######## design 1 ########
--- config.mk ---
export PLATFORM = sky130hd
export DESIGN_NAME = mem_block_mover
export DESIGN_NICKNAME = d
export VERILOG_FILES = /design/src/rtl/mem_block_mover.sv
export SDC_FILE = /design/constraint.sdc
export NUM_CORES = 1
export LEC_CHECK = 0
export CORE_ASPECT_RATIO = 0.6
export CORE_UTILIZATION = 56
export DETAILED_ROUTE_END_ITERATION = 16
export GPL_ROUTABILITY_DRIVEN = 0
export MAX_ROUTING_LAYER = met4
export PLACE_DENSITY_LB_ADDON = 0.08
export SETUP_SLACK_MARGIN = 0.05
export SLEW_MARGIN = 20
export SYNTH_ARGS = -nofsm -noshare
export SYNTH_HDL_FRONTEND = slang
export SYNTH_SLANG_ARGS = --single-unit
export TNS_END_PERCENT = 1
--- constraint.sdc ---
create_clock -name CLK -period 9.1 [get_ports CLK]
set_input_delay 0.91 -clock CLK [delete_from_list [all_inputs] [get_ports CLK]]
set_output_delay 0.91 -clock CLK [all_outputs]
set_load 0.01 [all_outputs]
--- src/rtl/mem_block_mover.sv ---
// Block copy/fill engine that owns the single-port data memory while BUSY.
// Performs one memory access per cycle and keeps a running sum of written words.
module mem_block_mover #(
    parameter int AW = 6,
    parameter int DW = 32
) (
    input  logic          CLK,
    input  logic          RESET_N,
    input  logic          START,
    input  logic          MODE,
    input  logic [AW-1:0] SRC,
    input  logic [AW-1:0] DST,
    input  logic [AW:0]   LEN,
    input  logic [DW-1:0] FILL_VAL,
    output logic [AW-1:0] MEM_A,
    output logic          MEM_WE,
    output logic [DW-1:0] MEM_WD,
    input  logic [DW-1:0] MEM_RD,
    output logic          BUSY,
    output logic          DONE,
    output logic [DW-1:0] SUM
);

    typedef enum logic [1:0] {
        S_IDLE  = 2'd0,
        S_READ  = 2'd1,
        S_WRITE = 2'd2,
        S_DONE  = 2'd3
    } state_t;

    localparam logic [AW:0] MAX_LEN = {1'b1, {AW{1'b0}}};
    localparam logic [AW:0] ONE_LEFT = {{AW{1'b0}}, 1'b1};

    state_t        state;
    logic [AW-1:0] src_ptr;
    logic [AW-1:0] dst_ptr;
    logic          mode_r;
    logic [AW:0]   remaining;
    logic [DW-1:0] data_r;
    logic [DW-1:0] fill_r;
    logic [AW:0]   len_clip;

    assign len_clip = (LEN > MAX_LEN) ? MAX_LEN : LEN;

    // Write data is a pure decode of registers, so it is already valid in the WRITE cycle.
    assign MEM_WD = mode_r ? fill_r : data_r;

    always_ff @(posedge CLK or negedge RESET_N) begin
        if (!RESET_N) begin
            state     <= S_IDLE;
            src_ptr   <= '0;
            dst_ptr   <= '0;
            mode_r    <= 1'b0;
            remaining <= '0;
            data_r    <= '0;
            fill_r    <= '0;
            MEM_A     <= '0;
            MEM_WE    <= 1'b0;
            BUSY      <= 1'b0;
            DONE      <= 1'b0;
            SUM       <= '0;
        end else begin
            case (state)
                S_IDLE: begin
                    MEM_A  <= '0;
                    MEM_WE <= 1'b0;
                    BUSY   <= 1'b0;
                    DONE   <= 1'b0;
                    if (START) begin
                        src_ptr   <= SRC;
                        dst_ptr   <= DST;
                        mode_r    <= MODE;
                        remaining <= len_clip;
                        fill_r    <= FILL_VAL;
                        SUM       <= '0;
                        if (len_clip == '0) begin
                            state <= S_DONE;
                            DONE  <= 1'b1;
                        end else if (!MODE) begin
                            state <= S_READ;
                            MEM_A <= SRC;
                            BUSY  <= 1'b1;
                        end else begin
                            state  <= S_WRITE;
                            MEM_A  <= DST;
                            MEM_WE <= 1'b1;
                            BUSY   <= 1'b1;
                        end
                    end
                end
                S_READ: begin
                    data_r  <= MEM_RD;
                    src_ptr <= src_ptr + 1'b1;
                    state   <= S_WRITE;
                    MEM_A   <= dst_ptr;
                    MEM_WE  <= 1'b1;
                end
                S_WRITE: begin
                    SUM       <= SUM + MEM_WD;
                    dst_ptr   <= dst_ptr + 1'b1;
                    remaining <= remaining - 1'b1;
                    if (remaining == ONE_LEFT) begin
                        state  <= S_DONE;
                        MEM_A  <= '0;
                        MEM_WE <= 1'b0;
                        BUSY   <= 1'b0;
                        DONE   <= 1'b1;
                    end else if (!mode_r) begin
                        state  <= S_READ;
                        MEM_A  <= src_ptr;
                        MEM_WE <= 1'b0;
                    end else begin
                        MEM_A <= dst_ptr + 1'b1;
                    end
                end
                S_DONE: begin
                    state  <= S_IDLE;
                    MEM_A  <= '0;
                    MEM_WE <= 1'b0;
                    BUSY   <= 1'b0;
                    DONE   <= 1'b0;
                end
                default: begin
                    state  <= S_IDLE;
                    MEM_WE <= 1'b0;
                    BUSY   <= 1'b0;
                    DONE   <= 1'b0;
                end
            endcase
        end
    end

endmodule

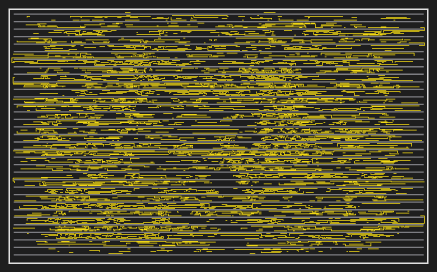
Figure 1: design 1, the metal 1 layer.
Supply wires on this layer in grey.
longest straight run	51.1 um
nets with wire on the layer	947
share of all routed wire	46%
wire length on this layer	9710 um
main direction	horizontal
Routed WL: 21.29 mm
Vias: 6730

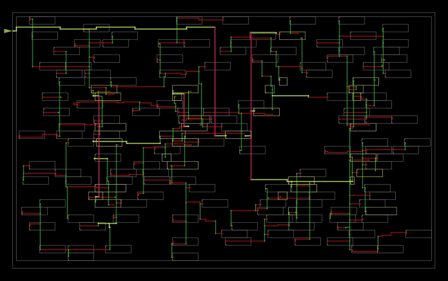
Figure 2: design 1, clock wiring as the flow saved it.
clock buffer count: 20
CTS Buf Count: 17
Late-Pin Clk Latency: 420 ps
Clock Skews: 12.23 ps

==> results_dict.tcl <==
# metrics dict for downstream scripts
set metrics [dict create \
    mostFrequentLayoutCell "clkdlybuf4s50_1" \
    power_density_nw_per_um2 456.0 \
    yosys_warnings 0 \
    ys.flops 127 \
    vdd_drop_max_uv 202.9 \
    reg2reg_from "mode_r$_DFFE_PN0P_" \
    antenna_found_initial 0 \
    worst_pin_slew_ps 951.1 \
    cp_num_cells 11 \
    critPathBufInv 1 \
    die_x_um 150.7 \
    syn_nets 915 \
    r2r_setup_slack_ps 5280 \
    setup_viol_count_final 0 \
    holdCritStartpoint "fill_r[23]$_DFFE_PN0P_" \
    coreArea_um2 12890 \
    area_leaders "dfrtp_1 (43%), mux2_2 (9.5%), nand2_1 (7.2%)" \
    wl_met2_mm 9.372 \
    rows 32 \
    grt_pass1_wl_mm 33.71 \
    synth_stat.cells 792 \
    hold_violations 0 \
    compound_area_share_pct 16.33 \
    crit_fanout 31 \
    status "completed" \
]
-- state kept, by name (all words and copies together) (netlist names), 2 cells and up --
signal	cells
remaining	7
fill_r	32
SUM	32
state	2
dst_ptr	6
data_r	32
src_ptr	6
MEM_A	6
-- layout make-up --
| type | instances | share of cell area, % |
|---|---|---|
| Multi-Input combinational cell | 601 | 40.83 |
| Sequential cell | 127 | 32.40 |
| Timing Repair Buffer | 165 | 17.06 |
| Clock buffer | 20 | 4.654 |
| Tap cell | 170 | 2.168 |
| Clock inverter | 12 | 2.117 |
| Inverter | 20 | 0.7651 |

######## design 2 ########
[src/rtl/fetch_stage.sv]
`default_nettype none
// ============================================================================
// Module      : fetch_stage
// Description : Instruction-fetch stage between the PC register and the
//               IF/ID pipeline register. It issues instruction-memory
//               requests over a ready handshake, loads IF/ID with
//               {instr, pc, pc+PC_INC}, and drives pc_pause so the PC only
//               advances once the current address has been committed.
//               It handles decode back-pressure (id_stall) and redirects
//               (flush).
//               Optional feature macro: FETCH_STALL_CNT_EN adds a saturating
//               stall_count output that counts non-idle cycles with the PC
//               held.
// Revision    : 1.0 - initial release
// ============================================================================
module fetch_stage #(
    parameter int ADDR_W  = 16,
    parameter int INSTR_W = 16,
    parameter int PC_INC  = 2,
    parameter int CNT_W   = 16
) (
    input  logic               clk,
    input  logic               rst_n,
    input  logic [ADDR_W-1:0]  pc_addr,
    output logic               pc_pause,
    output logic               imem_req,
    output logic [ADDR_W-1:0]  imem_addr,
    input  logic [INSTR_W-1:0] imem_rdata,
    input  logic               imem_ready,
    input  logic               id_stall,
    input  logic               flush,
    output logic               if_id_valid,
    output logic [INSTR_W-1:0] if_id_instr,
    output logic [ADDR_W-1:0]  if_id_pc,
    output logic [ADDR_W-1:0]  if_id_pc_plus2
`ifdef FETCH_STALL_CNT_EN
    ,
    output logic [CNT_W-1:0]   stall_count
`endif
);

    typedef enum logic [1:0] {
        ST_IDLE  = 2'd0,
        ST_FETCH = 2'd1,
        ST_HOLD  = 2'd2,
        ST_DRAIN = 2'd3
    } state_t;

    localparam logic [ADDR_W-1:0] c_pc_inc = ADDR_W'(PC_INC);

    // Reject degenerate widths at elaboration time.
    generate
        if (ADDR_W < 1 || INSTR_W < 1 || CNT_W < 1) begin : g_bad_params
            $error("fetch_stage: ADDR_W, INSTR_W and CNT_W must all be at least 1");
        end
    endgenerate

    state_t               r_state;
    logic                 r_valid;
    logic [INSTR_W-1:0]   r_instr;
    logic [ADDR_W-1:0]    r_pc;
    logic [ADDR_W-1:0]    r_pc_plus2;
    logic [INSTR_W-1:0]   r_buf_instr;
    logic [ADDR_W-1:0]    r_buf_pc;
    logic [ADDR_W-1:0]    r_req_addr;

    logic                 w_ld;
    logic                 w_pc_pause;

    // IF/ID may be overwritten when it is empty or decode is consuming it.
    assign w_ld = !r_valid || !id_stall;

    // Requests are live in FETCH (current PC) and DRAIN (abandoned address,
    // kept stable until the memory completes it).
    assign imem_req  = (r_state == ST_FETCH) || (r_state == ST_DRAIN);
    assign imem_addr = (r_state == ST_DRAIN) ? r_req_addr : pc_addr;
    assign pc_pause  = w_pc_pause;

    assign if_id_valid    = r_valid;
    assign if_id_instr    = r_instr;
    assign if_id_pc       = r_pc;
    assign if_id_pc_plus2 = r_pc_plus2;

    // PC advance decision: release the PC on a redirect or when an
    // instruction for the current address is committed this cycle.
    always_comb begin
        w_pc_pause = 1'b1;
        case (r_state)
            ST_FETCH: w_pc_pause = !(flush || (imem_ready && w_ld));
            ST_HOLD:  w_pc_pause = !(flush || w_ld);
            ST_DRAIN: w_pc_pause = !flush;
            default:  w_pc_pause = 1'b1;
        endcase
    end

    // Fetch state machine together with the IF/ID register and side buffer.
    always_ff @(posedge clk or negedge rst_n) begin
        if (!rst_n) begin
            r_state     <= ST_IDLE;
            r_valid     <= 1'b0;
            r_instr     <= '0;
            r_pc        <= '0;
            r_pc_plus2  <= '0;
            r_buf_instr <= '0;
            r_buf_pc    <= '0;
            r_req_addr  <= '0;
        end else begin
            case (r_state)
                ST_IDLE: begin
                    r_state <= ST_FETCH;
                end
                ST_FETCH: begin
                    if (flush) begin
                        // Redirect: whatever returns for the old PC is dropped.
                        r_valid <= 1'b0;
                        if (!imem_ready) begin
                            r_req_addr <= pc_addr;
                            r_state    <= ST_DRAIN;
                        end
                    end else if (imem_ready) begin
                        if (w_ld) begin
                            r_valid    <= 1'b1;
                            r_instr    <= imem_rdata;
                            r_pc       <= pc_addr;
                            r_pc_plus2 <= pc_addr + c_pc_inc;
                        end else begin
                            // Decode is stalled: park the word until it drains.
                            r_buf_instr <= imem_rdata;
                            r_buf_pc    <= pc_addr;
                            r_state     <= ST_HOLD;
                        end
                    end else if (w_ld) begin
                        // Decode consumed IF/ID and nothing replaces it: bubble.
                        r_valid <= 1'b0;
                    end
                end
                ST_HOLD: begin
                    if (flush) begin
                        r_valid <= 1'b0;
                        r_state <= ST_FETCH;
                    end else if (w_ld) begin
                        r_valid    <= 1'b1;
                        r_instr    <= r_buf_instr;
                        r_pc       <= r_buf_pc;
                        r_pc_plus2 <= r_buf_pc + c_pc_inc;
                        r_state    <= ST_FETCH;
                    end
                end
                ST_DRAIN: begin
                    r_valid <= 1'b0;
                    if (!flush && imem_ready) begin
                        r_state <= ST_FETCH;
                    end
                end
                default: begin
                    r_state <= ST_IDLE;
                end
            endcase
        end
    end

`ifdef FETCH_STALL_CNT_EN
    logic [CNT_W-1:0] r_stall_count;

    assign stall_count = r_stall_count;

    // Saturating count of active cycles in which the PC is held.
    always_ff @(posedge clk or negedge rst_n) begin
        if (!rst_n) begin
            r_stall_count <= '0;
        end else if ((r_state != ST_IDLE) && w_pc_pause &&
                     (r_stall_count != {CNT_W{1'b1}})) begin
            r_stall_count <= r_stall_count + CNT_W'(1);
        end
    end
`endif

endmodule
`default_nettype wire

[config.mk]
export PLATFORM = sky130hd
export DESIGN_NAME = fetch_stage
export DESIGN_NICKNAME = d
export VERILOG_FILES = /design/src/rtl/fetch_stage.sv
export SDC_FILE = /design/constraint.sdc
export NUM_CORES = 1
export LEC_CHECK = 0
export CORE_AREA = 5 5 111 191
export CTS_BUF_LIST = sky130_fd_sc_hd__clkbuf_8
export CTS_CLUSTER_SIZE = 12
export DETAILED_ROUTE_END_ITERATION = 12
export DIE_AREA = 0 0 116 196
export DONT_BUFFER_PORTS = 1
export GPL_TIMING_DRIVEN = 1
export PLACE_DENSITY = 0.41
export SYNTH_ARGS = -nofsm -noshare
export SYNTH_HDL_FRONTEND = slang
export SYNTH_SLANG_ARGS = --single-unit
[constraint.sdc]
create_clock -name clk -period 8.4 [get_ports clk]
set_clock_uncertainty 0.15 [all_clocks]
set_input_delay 2.1 -clock clk [delete_from_list [all_inputs] [get_ports clk]]
set_output_delay 2.1 -clock clk [all_outputs]
set_load 0.005 [all_outputs]
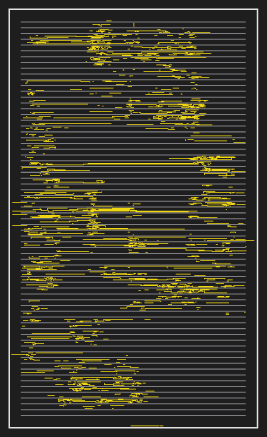
Figure 3: design 2, the metal 1 layer.
Supply wires on this layer in grey.
share of all routed wire	36%
nets with wire on the layer	415
longest straight run	57.0 um
main direction	horizontal
wire length on this layer	4640 um

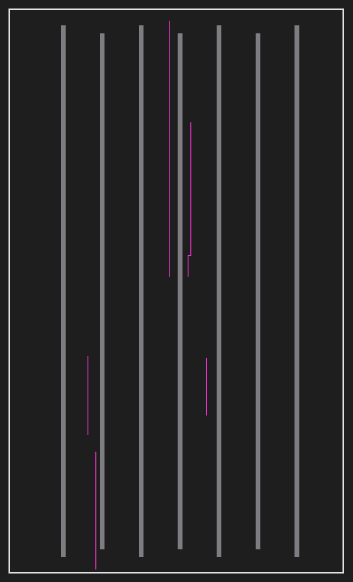
Figure 4: design 2, met4 routing.
Supply wires on this layer in grey.
wire length on this layer	231 um
main direction	vertical
longest straight run	89.1 um
share of all routed wire	1.8%
nets with wire on the layer	3

==> results_dict.tcl <==
# metrics dict for downstream scripts
set metrics [dict create \
    synthDominantCellAreaShare_pct 53.95 \
    synth-main-ff-cell "dfrtp_1" \
    final-clk-cell-share_pct 3.652 \
    dpl_cell_area_um2 4786 \
    yosysMostFrequentCell "dfrtp_1" \
    sh_comb_area_pct 39.82 \
    top_area_cell "dfrtp_1" \
    avgSynthCellArea_um2 10.98 \
    synth_adder_area_share_pct 0.2753 \
    cts_num_sinks 98 \
    holdPathEnd "r_req_addr[0]$_DFFE_PN0P_" \
    clk_path_buf_depth 2 \
    status "completed" \
    p_total_mw 1.130 \
    hp-class "flop to flop" \
    warnings 26 \
]
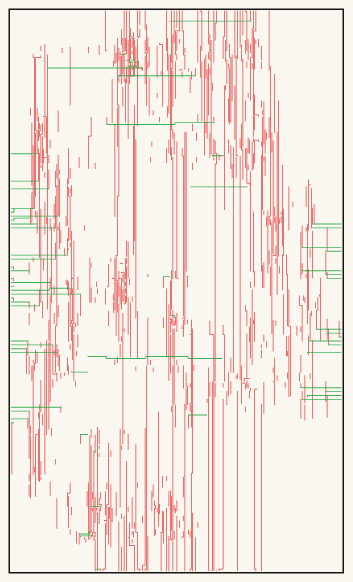
Figure 5: design 2, routed metal, one colour a layer.
Two of the layers only.
colour	layer	wire length
red	M2	7410 um
green	M3	668 um
Vias: 3042
Tot GR Track Use: 11.66%
Routed WL: 12.94 mm
WL per Instance: 19.82 um

## metal layers
metal | up-vias | share of wire (%)
met5 | - | 0
met4 | 0 | 1.8
met3 | 12 | 5.2
met2 | 81 | 57
met1 | 1520 | 36
li1 | 1429 | -
## flip-flops by register name (all words and copies together) (netlist names)
register,count
if_id_instr,16
r_state,2
if_id_valid,1
if_id_pc_plus2,15
r_req_addr,16
if_id_pc,16
r_buf_instr,16
r_buf_pc,16
## power breakdown
group / switching, mW / internal, mW
clock: 0.174 / 0.116
combinational: 0.0756 / 0.0932
sequential: 0.0892 / 0.582
total: 0.339 / 0.791

######## design 3 ########
Figure 6. The metal 1 layer (design 3).
Supply wires on this layer in grey.
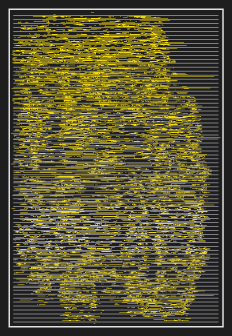
Figure 7. Clock wiring as the flow saved it (design 3).
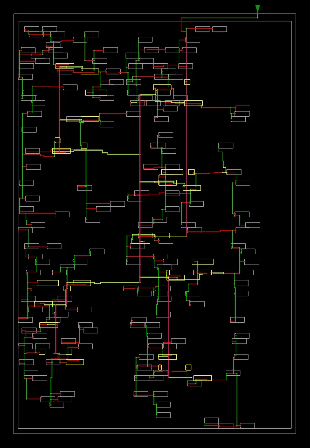
--- src/rtl/md_pkg.sv ---
// Shared encodings for the iterative multiply/divide unit: operation codes,
// FSM states and the divide-by-zero quotient pattern.
package md_pkg;

  typedef enum logic [1:0] {
    MD_MUL  = 2'd0,
    MD_DIV  = 2'd1,
    MD_MTHI = 2'd2,
    MD_MTLO = 2'd3
  } md_conf_e;

  typedef enum logic [1:0] {
    ST_IDLE = 2'd0,
    ST_CALC = 2'd1,
    ST_FIX  = 2'd2
  } md_state_e;

  // Wide enough to be sliced down to any supported operand width.
  localparam logic [63:0] DIV0_QUOT = '1;

endpackage

--- src/rtl/md_step.sv ---
// One iteration of the shared multiply/divide datapath: a radix-2 add-shift
// step for MUL, or a single restoring trial-subtract step for DIV.
module md_step #(
  parameter int WIDTH = 32
) (
  input  logic               is_div,
  input  logic [2*WIDTH-1:0] acc,
  input  logic [WIDTH-1:0]   operand,
  output logic [2*WIDTH-1:0] acc_next
);

  // MUL: acc = {partial product, remaining multiplier bits}; operand = multiplicand.
  // DIV: acc = {partial remainder, remaining dividend / quotient bits}; operand = divisor.
  logic [WIDTH:0]   sum;
  logic [WIDTH:0]   trial;
  logic [WIDTH-1:0] diff;
  logic             fits;

  always_comb begin
    // NOTE: every variable gets a value on every path, so no latch is inferred.
    sum      = {1'b0, acc[2*WIDTH-1:WIDTH]} + {1'b0, (acc[0] ? operand : '0)};
    trial    = {acc[2*WIDTH-1:WIDTH], acc[WIDTH-1]};
    fits     = (trial >= {1'b0, operand});
    // When the trial fits, the true difference is below the divisor and so
    // fits in WIDTH bits; modular subtraction of the low bits is exact.
    diff     = trial[WIDTH-1:0] - operand;
    acc_next = {sum, acc[WIDTH-1:1]};
    if (is_div) begin
      if (fits) acc_next = {diff, acc[WIDTH-2:0], 1'b1};
      else      acc_next = {trial[WIDTH-1:0], acc[WIDTH-2:0], 1'b0};
    end
  end

endmodule

--- src/rtl/mul_div_unit.sv ---
// Iterative MULT/MULTU/DIV/DIVU unit owning the HI/LO registers; also serves
// MTHI/MTLO. One result bit per cycle, start/busy/done handshake with abort.
module mul_div_unit
  import md_pkg::*;
#(
  parameter int WIDTH = 32,
  parameter int CNT_W = 6
) (
  input  logic             clk,
  input  logic             reset,
  input  logic             start,
  input  logic [1:0]       MDConf,
  input  logic             Sign,
  input  logic [WIDTH-1:0] in1,
  input  logic [WIDTH-1:0] in2,
  input  logic             abort,
  output logic             busy,
  output logic             done,
  output logic [WIDTH-1:0] hi,
  output logic [WIDTH-1:0] lo
);

  md_state_e          state, state_nxt;
  md_conf_e           conf;
  logic [CNT_W-1:0]   cnt;
  logic [2*WIDTH-1:0] acc, acc_step;
  logic [WIDTH-1:0]   operand;
  logic               is_div, neg_res, neg_rem, div0;
  logic [WIDTH-1:0]   in1_mag, in2_mag;
  logic               req, last_iter;
  logic [WIDTH-1:0]   quot_fix, rem_fix;
  logic [2*WIDTH-1:0] prod_fix;

  assign conf      = md_conf_e'(MDConf);
  // A flushed instruction must not launch, so abort masks start in IDLE.
  assign req       = start && !abort && (state == ST_IDLE);
  assign last_iter = (cnt == CNT_W'(WIDTH - 1));
  assign busy      = (state != ST_IDLE);

  assign in1_mag = (Sign && in1[WIDTH-1]) ? -in1 : in1;
  assign in2_mag = (Sign && in2[WIDTH-1]) ? -in2 : in2;

  assign quot_fix = neg_res ? -acc[WIDTH-1:0] : acc[WIDTH-1:0];
  // On divide-by-zero the remainder magnitude is the dividend magnitude, so
  // re-applying the dividend sign yields in1 exactly as supplied.
  assign rem_fix  = neg_rem ? -acc[2*WIDTH-1:WIDTH] : acc[2*WIDTH-1:WIDTH];
  assign prod_fix = neg_res ? -acc : acc;

  md_step #(.WIDTH(WIDTH)) u_step (
    .is_div   (is_div),
    .acc      (acc),
    .operand  (operand),
    .acc_next (acc_step)
  );

  always_ff @(posedge clk) begin
    // NOTE: sequential state uses non-blocking assignments so every register
    // samples the pre-edge values of the others.
    if (reset) state <= ST_IDLE;
    else       state <= state_nxt;
  end

  always_comb begin
    state_nxt = state;
    case (state)
      ST_IDLE: if (req && (conf == MD_MUL || conf == MD_DIV)) state_nxt = ST_CALC;
      ST_CALC: begin
        if (abort)          state_nxt = ST_IDLE;
        else if (last_iter) state_nxt = ST_FIX;
      end
      ST_FIX:  state_nxt = ST_IDLE;
      default: state_nxt = ST_IDLE;
    endcase
  end

  always_ff @(posedge clk) begin
    if (reset) begin
      cnt     <= '0;
      acc     <= '0;
      operand <= '0;
      is_div  <= 1'b0;
      neg_res <= 1'b0;
      neg_rem <= 1'b0;
      div0    <= 1'b0;
      hi      <= '0;
      lo      <= '0;
      done    <= 1'b0;
    end else begin
      done <= 1'b0;
      case (state)
        ST_IDLE: begin
          if (req) begin
            case (conf)
              MD_MUL, MD_DIV: begin
                cnt     <= '0;
                is_div  <= (conf == MD_DIV);
                neg_res <= Sign && (in1[WIDTH-1] ^ in2[WIDTH-1]);
                neg_rem <= Sign && in1[WIDTH-1];
                div0    <= (in2 == '0);
                if (conf == MD_DIV) begin
                  acc     <= {{WIDTH{1'b0}}, in1_mag};
                  operand <= in2_mag;
                end else begin
                  acc     <= {{WIDTH{1'b0}}, in2_mag};
                  operand <= in1_mag;
                end
              end
              MD_MTHI: hi <= in1;
              MD_MTLO: lo <= in1;
              default: ;
            endcase
          end
        end
        ST_CALC: begin
          acc <= acc_step;
          cnt <= cnt + 1'b1;
        end
        ST_FIX: begin
          if (!abort) begin
            done <= 1'b1;
            if (is_div) begin
              hi <= rem_fix;
              lo <= div0 ? DIV0_QUOT[WIDTH-1:0] : quot_fix;
            end else begin
              {hi, lo} <= prod_fix;
            end
          end
        end
        default: ;
      endcase
    end
  end

endmodule
--- config.mk ---
export PLATFORM = sky130hd
export DESIGN_NAME = mul_div_unit
export DESIGN_NICKNAME = d
export VERILOG_FILES = /design/src/rtl/md_pkg.sv /design/src/rtl/md_step.sv /design/src/rtl/mul_div_unit.sv
export SDC_FILE = /design/constraint.sdc
export NUM_CORES = 1
export LEC_CHECK = 0
export CAP_MARGIN = 20
export CORE_AREA = 2 2 143 214
export DETAILED_ROUTE_END_ITERATION = 12
export DIE_AREA = 0 0 145 216
export PLACE_DENSITY = 0.8
export SLEW_MARGIN = 20
export SYNTH_ARGS = -nofsm -noshare
export SYNTH_HDL_FRONTEND = slang
export SYNTH_SLANG_ARGS = --single-unit
--- constraint.sdc ---
create_clock -name clk -period 5.1 [get_ports clk]
set_input_delay 1.02 -clock clk [delete_from_list [all_inputs] [get_ports clk]]
set_output_delay 1.02 -clock clk [all_outputs]
set_load 0.1 [all_outputs]
==> results_dict.tcl <==
# metrics dict for downstream scripts
set metrics [dict create \
    grt_max_degree 86 \
    vdd_drop_max_uv 273.1 \
    antenna_left 0 \
    status "completed" \
    mostFrequentLayoutCell "nand2_1" \
    rows 77 \
    grt-ovfl-total 0 \
    layout-drive-gt1-share_pct 5.660 \
    cts_hold_buf 0 \
    synth_area_um2 14490 \
    top_power_group "registers" \
    warnings 26 \
    crit_chain "ha_1 > o21a_1 > o31ai_1 > a211oi_1 > nand2_1 > a2111oi_1 > or2_1 > a31oi_4 > buf_4 > a21oi_1 > a21oi_1 > a211oi_1" \
    fin_hold_ws_ps 453.5 \
    slew_viol_final 0 \
    max_cap_violations 0 \
]
## Picture notes: Figure 6
longest straight run	40.9 um
wire length on this layer	20.7 mm
Routed WL: 57.11 mm
Vias: 15520
met1 usage: 38.37%

## Picture notes: Figure 7
CTS Buf Count: 17
CTS sink count: 173
Clock group: 1.45 mW
Late-Pin Clk Latency: 470 ps
seq_cells: 173

[final cells by class]
class,instances,area [um^2]
clock buffers,19,432.9
clock inverters,12,186.4
fillers,2786,12680
inverters,67,251.5
multi-input cells,1621,10220
flip-flops and latches,173,3465
well taps,395,494.2
repair buffers,175,1650
[worst paths after layout]
path | slack [ps] | cells past startpoint | end
setup / recovery | 840 | 12 | acc[0]$_SDFFE_PP0P_
hold / removal | 450 | 2 | hi[19]$_SDFFE_PP0P_
setup reg to reg | 840 | 12 | acc[0]$_SDFFE_PP0P_
hold reg to reg | 450 | 2 | hi[19]$_SDFFE_PP0P_

######## design 4 ########
$ cat src/rtl/mem_access_unit.sv
// mem_access_unit: single-request load/store sequencer between a core and a
// word-addressed data memory with fixed read latency.
// Optional feature: define MEM_ACCESS_BOUNDS_CHECK_EN to fault accesses whose
// effective address lies beyond the 2**ADDR_W-word memory instead of wrapping.
module mem_access_unit #(
   parameter int ADDR_W   = 10,
   parameter int READ_LAT = 2
) (
   input  logic        clk,
   input  logic        rst_n,
   input  logic        req_valid,
   output logic        req_ready,
   input  logic        req_write,
   input  logic [31:0] req_addr,
   input  logic [31:0] req_offset,
   input  logic [31:0] req_wdata,
   output logic        resp_valid,
   output logic [31:0] resp_rdata,
   output logic        resp_fault,
   output logic [31:0] mem_address,
   output logic [31:0] mem_writeData,
   output logic        mem_memWrite,
   input  logic [31:0] mem_readData
);

   typedef enum logic [1:0] {
      IDLE,
      WRITE,
      READ_WAIT,
      RESP
   } state_t;

   localparam logic [3:0] LAST_CNT = 4'(READ_LAT - 1);

   state_t      state_reg;
   state_t      state_next;
   logic [3:0]  cnt_reg;
   logic [31:0] ea_reg;
   logic [31:0] wdata_reg;
   logic [31:0] rdata_reg;

   logic [31:0] ea;
   logic [31:0] lo_mask;
   logic [31:0] ea_trunc;
   logic        fault;
   logic        accept;

   // Effective address wraps naturally modulo 2**32.
   assign ea = req_addr + req_offset;

   // Mask selecting the address bits that exist in the attached memory.
   genvar gi;
   generate
      for (gi = 0; gi < 32; gi++) begin : g_mask
         assign lo_mask[gi] = (gi < ADDR_W);
      end
   endgenerate

   assign ea_trunc = ea & lo_mask;

`ifdef MEM_ACCESS_BOUNDS_CHECK_EN
   logic fault_reg;
   // Any set bit above the memory depth means the access is out of range.
   assign fault      = |(ea & ~lo_mask);
   assign resp_fault = fault_reg;
`else
   // Out-of-range addresses simply alias onto the low memory words.
   assign fault      = 1'b0;
   assign resp_fault = 1'b0;
`endif

   assign accept        = req_valid && req_ready;
   assign mem_address   = ea_reg;
   assign mem_writeData = wdata_reg;
   assign resp_rdata    = rdata_reg;

   // State register.
   always_ff @(posedge clk) begin
      if (!rst_n) begin
         state_reg <= IDLE;
      end else begin
         state_reg <= state_next;
      end
   end

   // Next-state and strobe decode; strobes are gated by rst_n so an aborted
   // access never writes memory or reports completion in the reset cycle.
   always_comb begin
      state_next   = state_reg;
      req_ready    = 1'b0;
      resp_valid   = 1'b0;
      mem_memWrite = 1'b0;
      case (state_reg)
         IDLE: begin
            req_ready = rst_n;
            if (req_valid && rst_n) begin
               if (fault) begin
                  state_next = RESP;
               end else if (req_write) begin
                  state_next = WRITE;
               end else begin
                  state_next = READ_WAIT;
               end
            end
         end
         WRITE: begin
            mem_memWrite = rst_n;
            state_next   = RESP;
         end
         READ_WAIT: begin
            if (cnt_reg == LAST_CNT) begin
               state_next = RESP;
            end
         end
         RESP: begin
            resp_valid = rst_n;
            state_next = IDLE;
         end
         default: begin
            state_next = IDLE;
         end
      endcase
   end

   // Request latching, read-latency counting and response data capture.
   // resp_rdata only changes on the edge that enters RESP so it holds steady
   // between responses.
   always_ff @(posedge clk) begin
      if (!rst_n) begin
         cnt_reg   <= '0;
         ea_reg    <= '0;
         wdata_reg <= '0;
         rdata_reg <= '0;
      end else begin
         case (state_reg)
            IDLE: begin
               if (accept) begin
                  ea_reg    <= ea_trunc;
                  wdata_reg <= req_wdata;
                  cnt_reg   <= '0;
                  if (fault) begin
                     rdata_reg <= '0;
                  end
               end
            end
            WRITE: begin
               rdata_reg <= '0;
            end
            READ_WAIT: begin
               if (cnt_reg == LAST_CNT) begin
                  rdata_reg <= mem_readData;
               end else begin
                  cnt_reg <= cnt_reg + 4'd1;
               end
            end
            default: begin
            end
         endcase
      end
   end

`ifdef MEM_ACCESS_BOUNDS_CHECK_EN
   // Fault flag is captured with the request and reported with its response.
   always_ff @(posedge clk) begin
      if (!rst_n) begin
         fault_reg <= 1'b0;
      end else if (accept) begin
         fault_reg <= fault;
      end
   end
`endif

endmodule
$ cat config.mk
export PLATFORM = sky130hd
export DESIGN_NAME = mem_access_unit
export DESIGN_NICKNAME = d
export VERILOG_FILES = /design/src/rtl/mem_access_unit.sv
export SDC_FILE = /design/constraint.sdc
export NUM_CORES = 1
export LEC_CHECK = 0
export CAP_MARGIN = 20
export CORE_MARGIN = 2
export CORE_UTILIZATION = 38
export CTS_BUF_LIST = sky130_fd_sc_hd__clkbuf_2 sky130_fd_sc_hd__clkbuf_4 sky130_fd_sc_hd__clkbuf_8
export DETAILED_ROUTE_END_ITERATION = 7
export MAX_ROUTING_LAYER = met4
export PLACE_DENSITY = 0.91
export SKIP_CTS_REPAIR_TIMING = 1
export SYNTH_ARGS = -nofsm -noshare
export SYNTH_HDL_FRONTEND = slang
export SYNTH_SLANG_ARGS = --single-unit
$ cat constraint.sdc
create_clock -name clk -period 2.55 [get_ports clk]
set_input_delay 0.6375 -clock clk [delete_from_list [all_inputs] [get_ports clk]]
set_output_delay 0.6375 -clock clk [all_outputs]
set_load 0.02 [all_outputs]
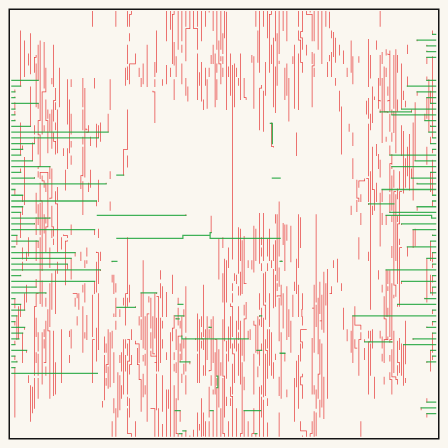
Figure 8: design 4, routed metal, one colour a layer.
Two of the layers only.
colour	layer	wire length
red	M2	4480 um
green	M3	704 um

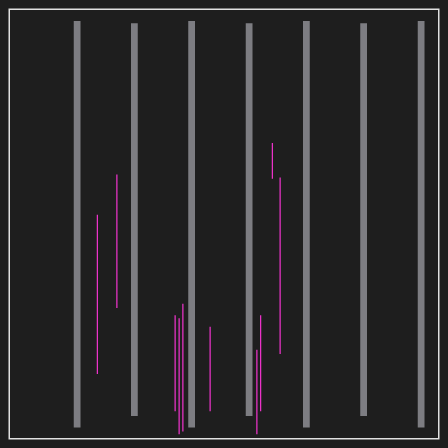
Figure 9: design 4, met4 routing.
Supply wires on this layer in grey.
nets with wire on the layer	8
share of all routed wire	2.8%
longest straight run	41.5 um
Vias: 3365
Routed WL: 9.338 mm

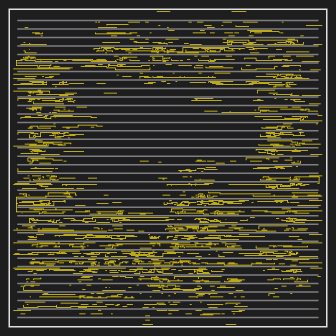
Figure 10: design 4, the metal 1 layer.
Supply wires on this layer in grey.
main direction	horizontal
longest straight run	24.4 um
share of all routed wire	42%
nets with wire on the layer	566
wire length on this layer	3890 um
met1 usage: 20.97%

==> results_dict.tcl <==
# metrics dict for downstream scripts
set metrics [dict create \
    status "completed" \
    power_density_nw_per_um2 756.7 \
    holdPathEnd "mem_writeData[13]$_SDFFE_PN0P_" \
    cts_inserted_buffers 9 \
    ys_sh_simple_pct 24.03 \
    ys_types 43 \
    io_pins 232 \
    crit_type "input pin to flop" \
    cp-start-kind "input pin" \
    p_seq_mw 1.52 \
    grt.total_usage_pct 18.91 \
    crit_fanout 3 \
    drt-pass1-iter-count 7 \
    setup_viol_count_final 0 \
    fp_util_pct 39.13 \
    clock.fmax_mhz 426.3 \
    wl_met2_mm 4.481 \
    synthToLayoutAreaGrowth_pct 53.13 \
    ys_area_um2 3598 \
    vdd_drop_max_uv 512.7 \
    antennaDiodeCount 0 \
    pre_cts_ws_ps -252.9 \
]
[area by class of cell]
type | instances | area (um^2)
fill | 767 | 3686
multi-input combinational | 295 | 1753
timing repair buffer | 172 | 1714
sequential | 80 | 1602
clock buffer | 11 | 145.1
tap | 111 | 138.9
clock inverter | 5 | 127.6
inverter | 8 | 30.03
[metrics by stage]
step	TNS, ps	util (%)
CTS	0	59.82
detailed placement	-439.0	56.86
global placement	-147.3	56.86
global route	0	59.92
finish	0	59.92
floorplan	0	-


==> layout pictures side by side <==
Close-up of the layout.
picture 1
Scale bar: 10 um. Region (43, 83) to (73, 113) um. Cells in grey, sequential cells in the stronger grey; small squares are vias.
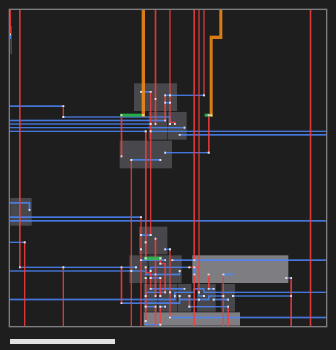
picture 2
Scale bar: 10 um. Region (36, 36) to (66, 66) um. Cells in grey, sequential cells in the stronger grey; small squares are vias.
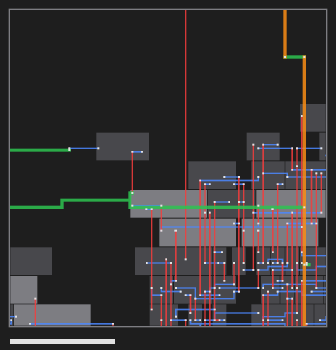
picture 3
Scale bar: 10 um. Region (60, 31) to (90, 61) um. Cells in grey, sequential cells in the stronger grey; small squares are vias.
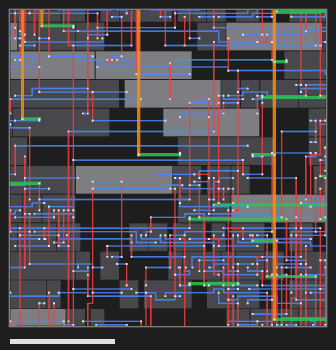
picture 4
Scale bar: 10 um. Region (58, 93) to (88, 123) um. Cells in grey, sequential cells in the stronger grey; small squares are vias.
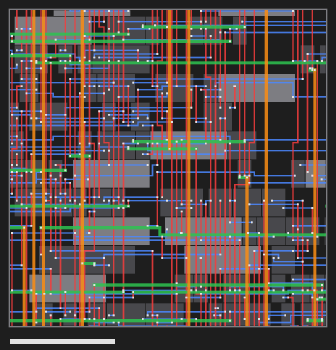
picture 3: design 1
picture 4: design 3
picture 2: design 4
picture 1: design 2

Key to picture 4:
colour	layer
blue	M1
orange	M4
green	M3
red	M2
netlist names of flops here include	`operand` (6), `acc` (2)
sequential cells in the window	8
most frequent	nand2_1 (10)
cells with their middle in the window	68

Power and IR drop assume default switching activity.
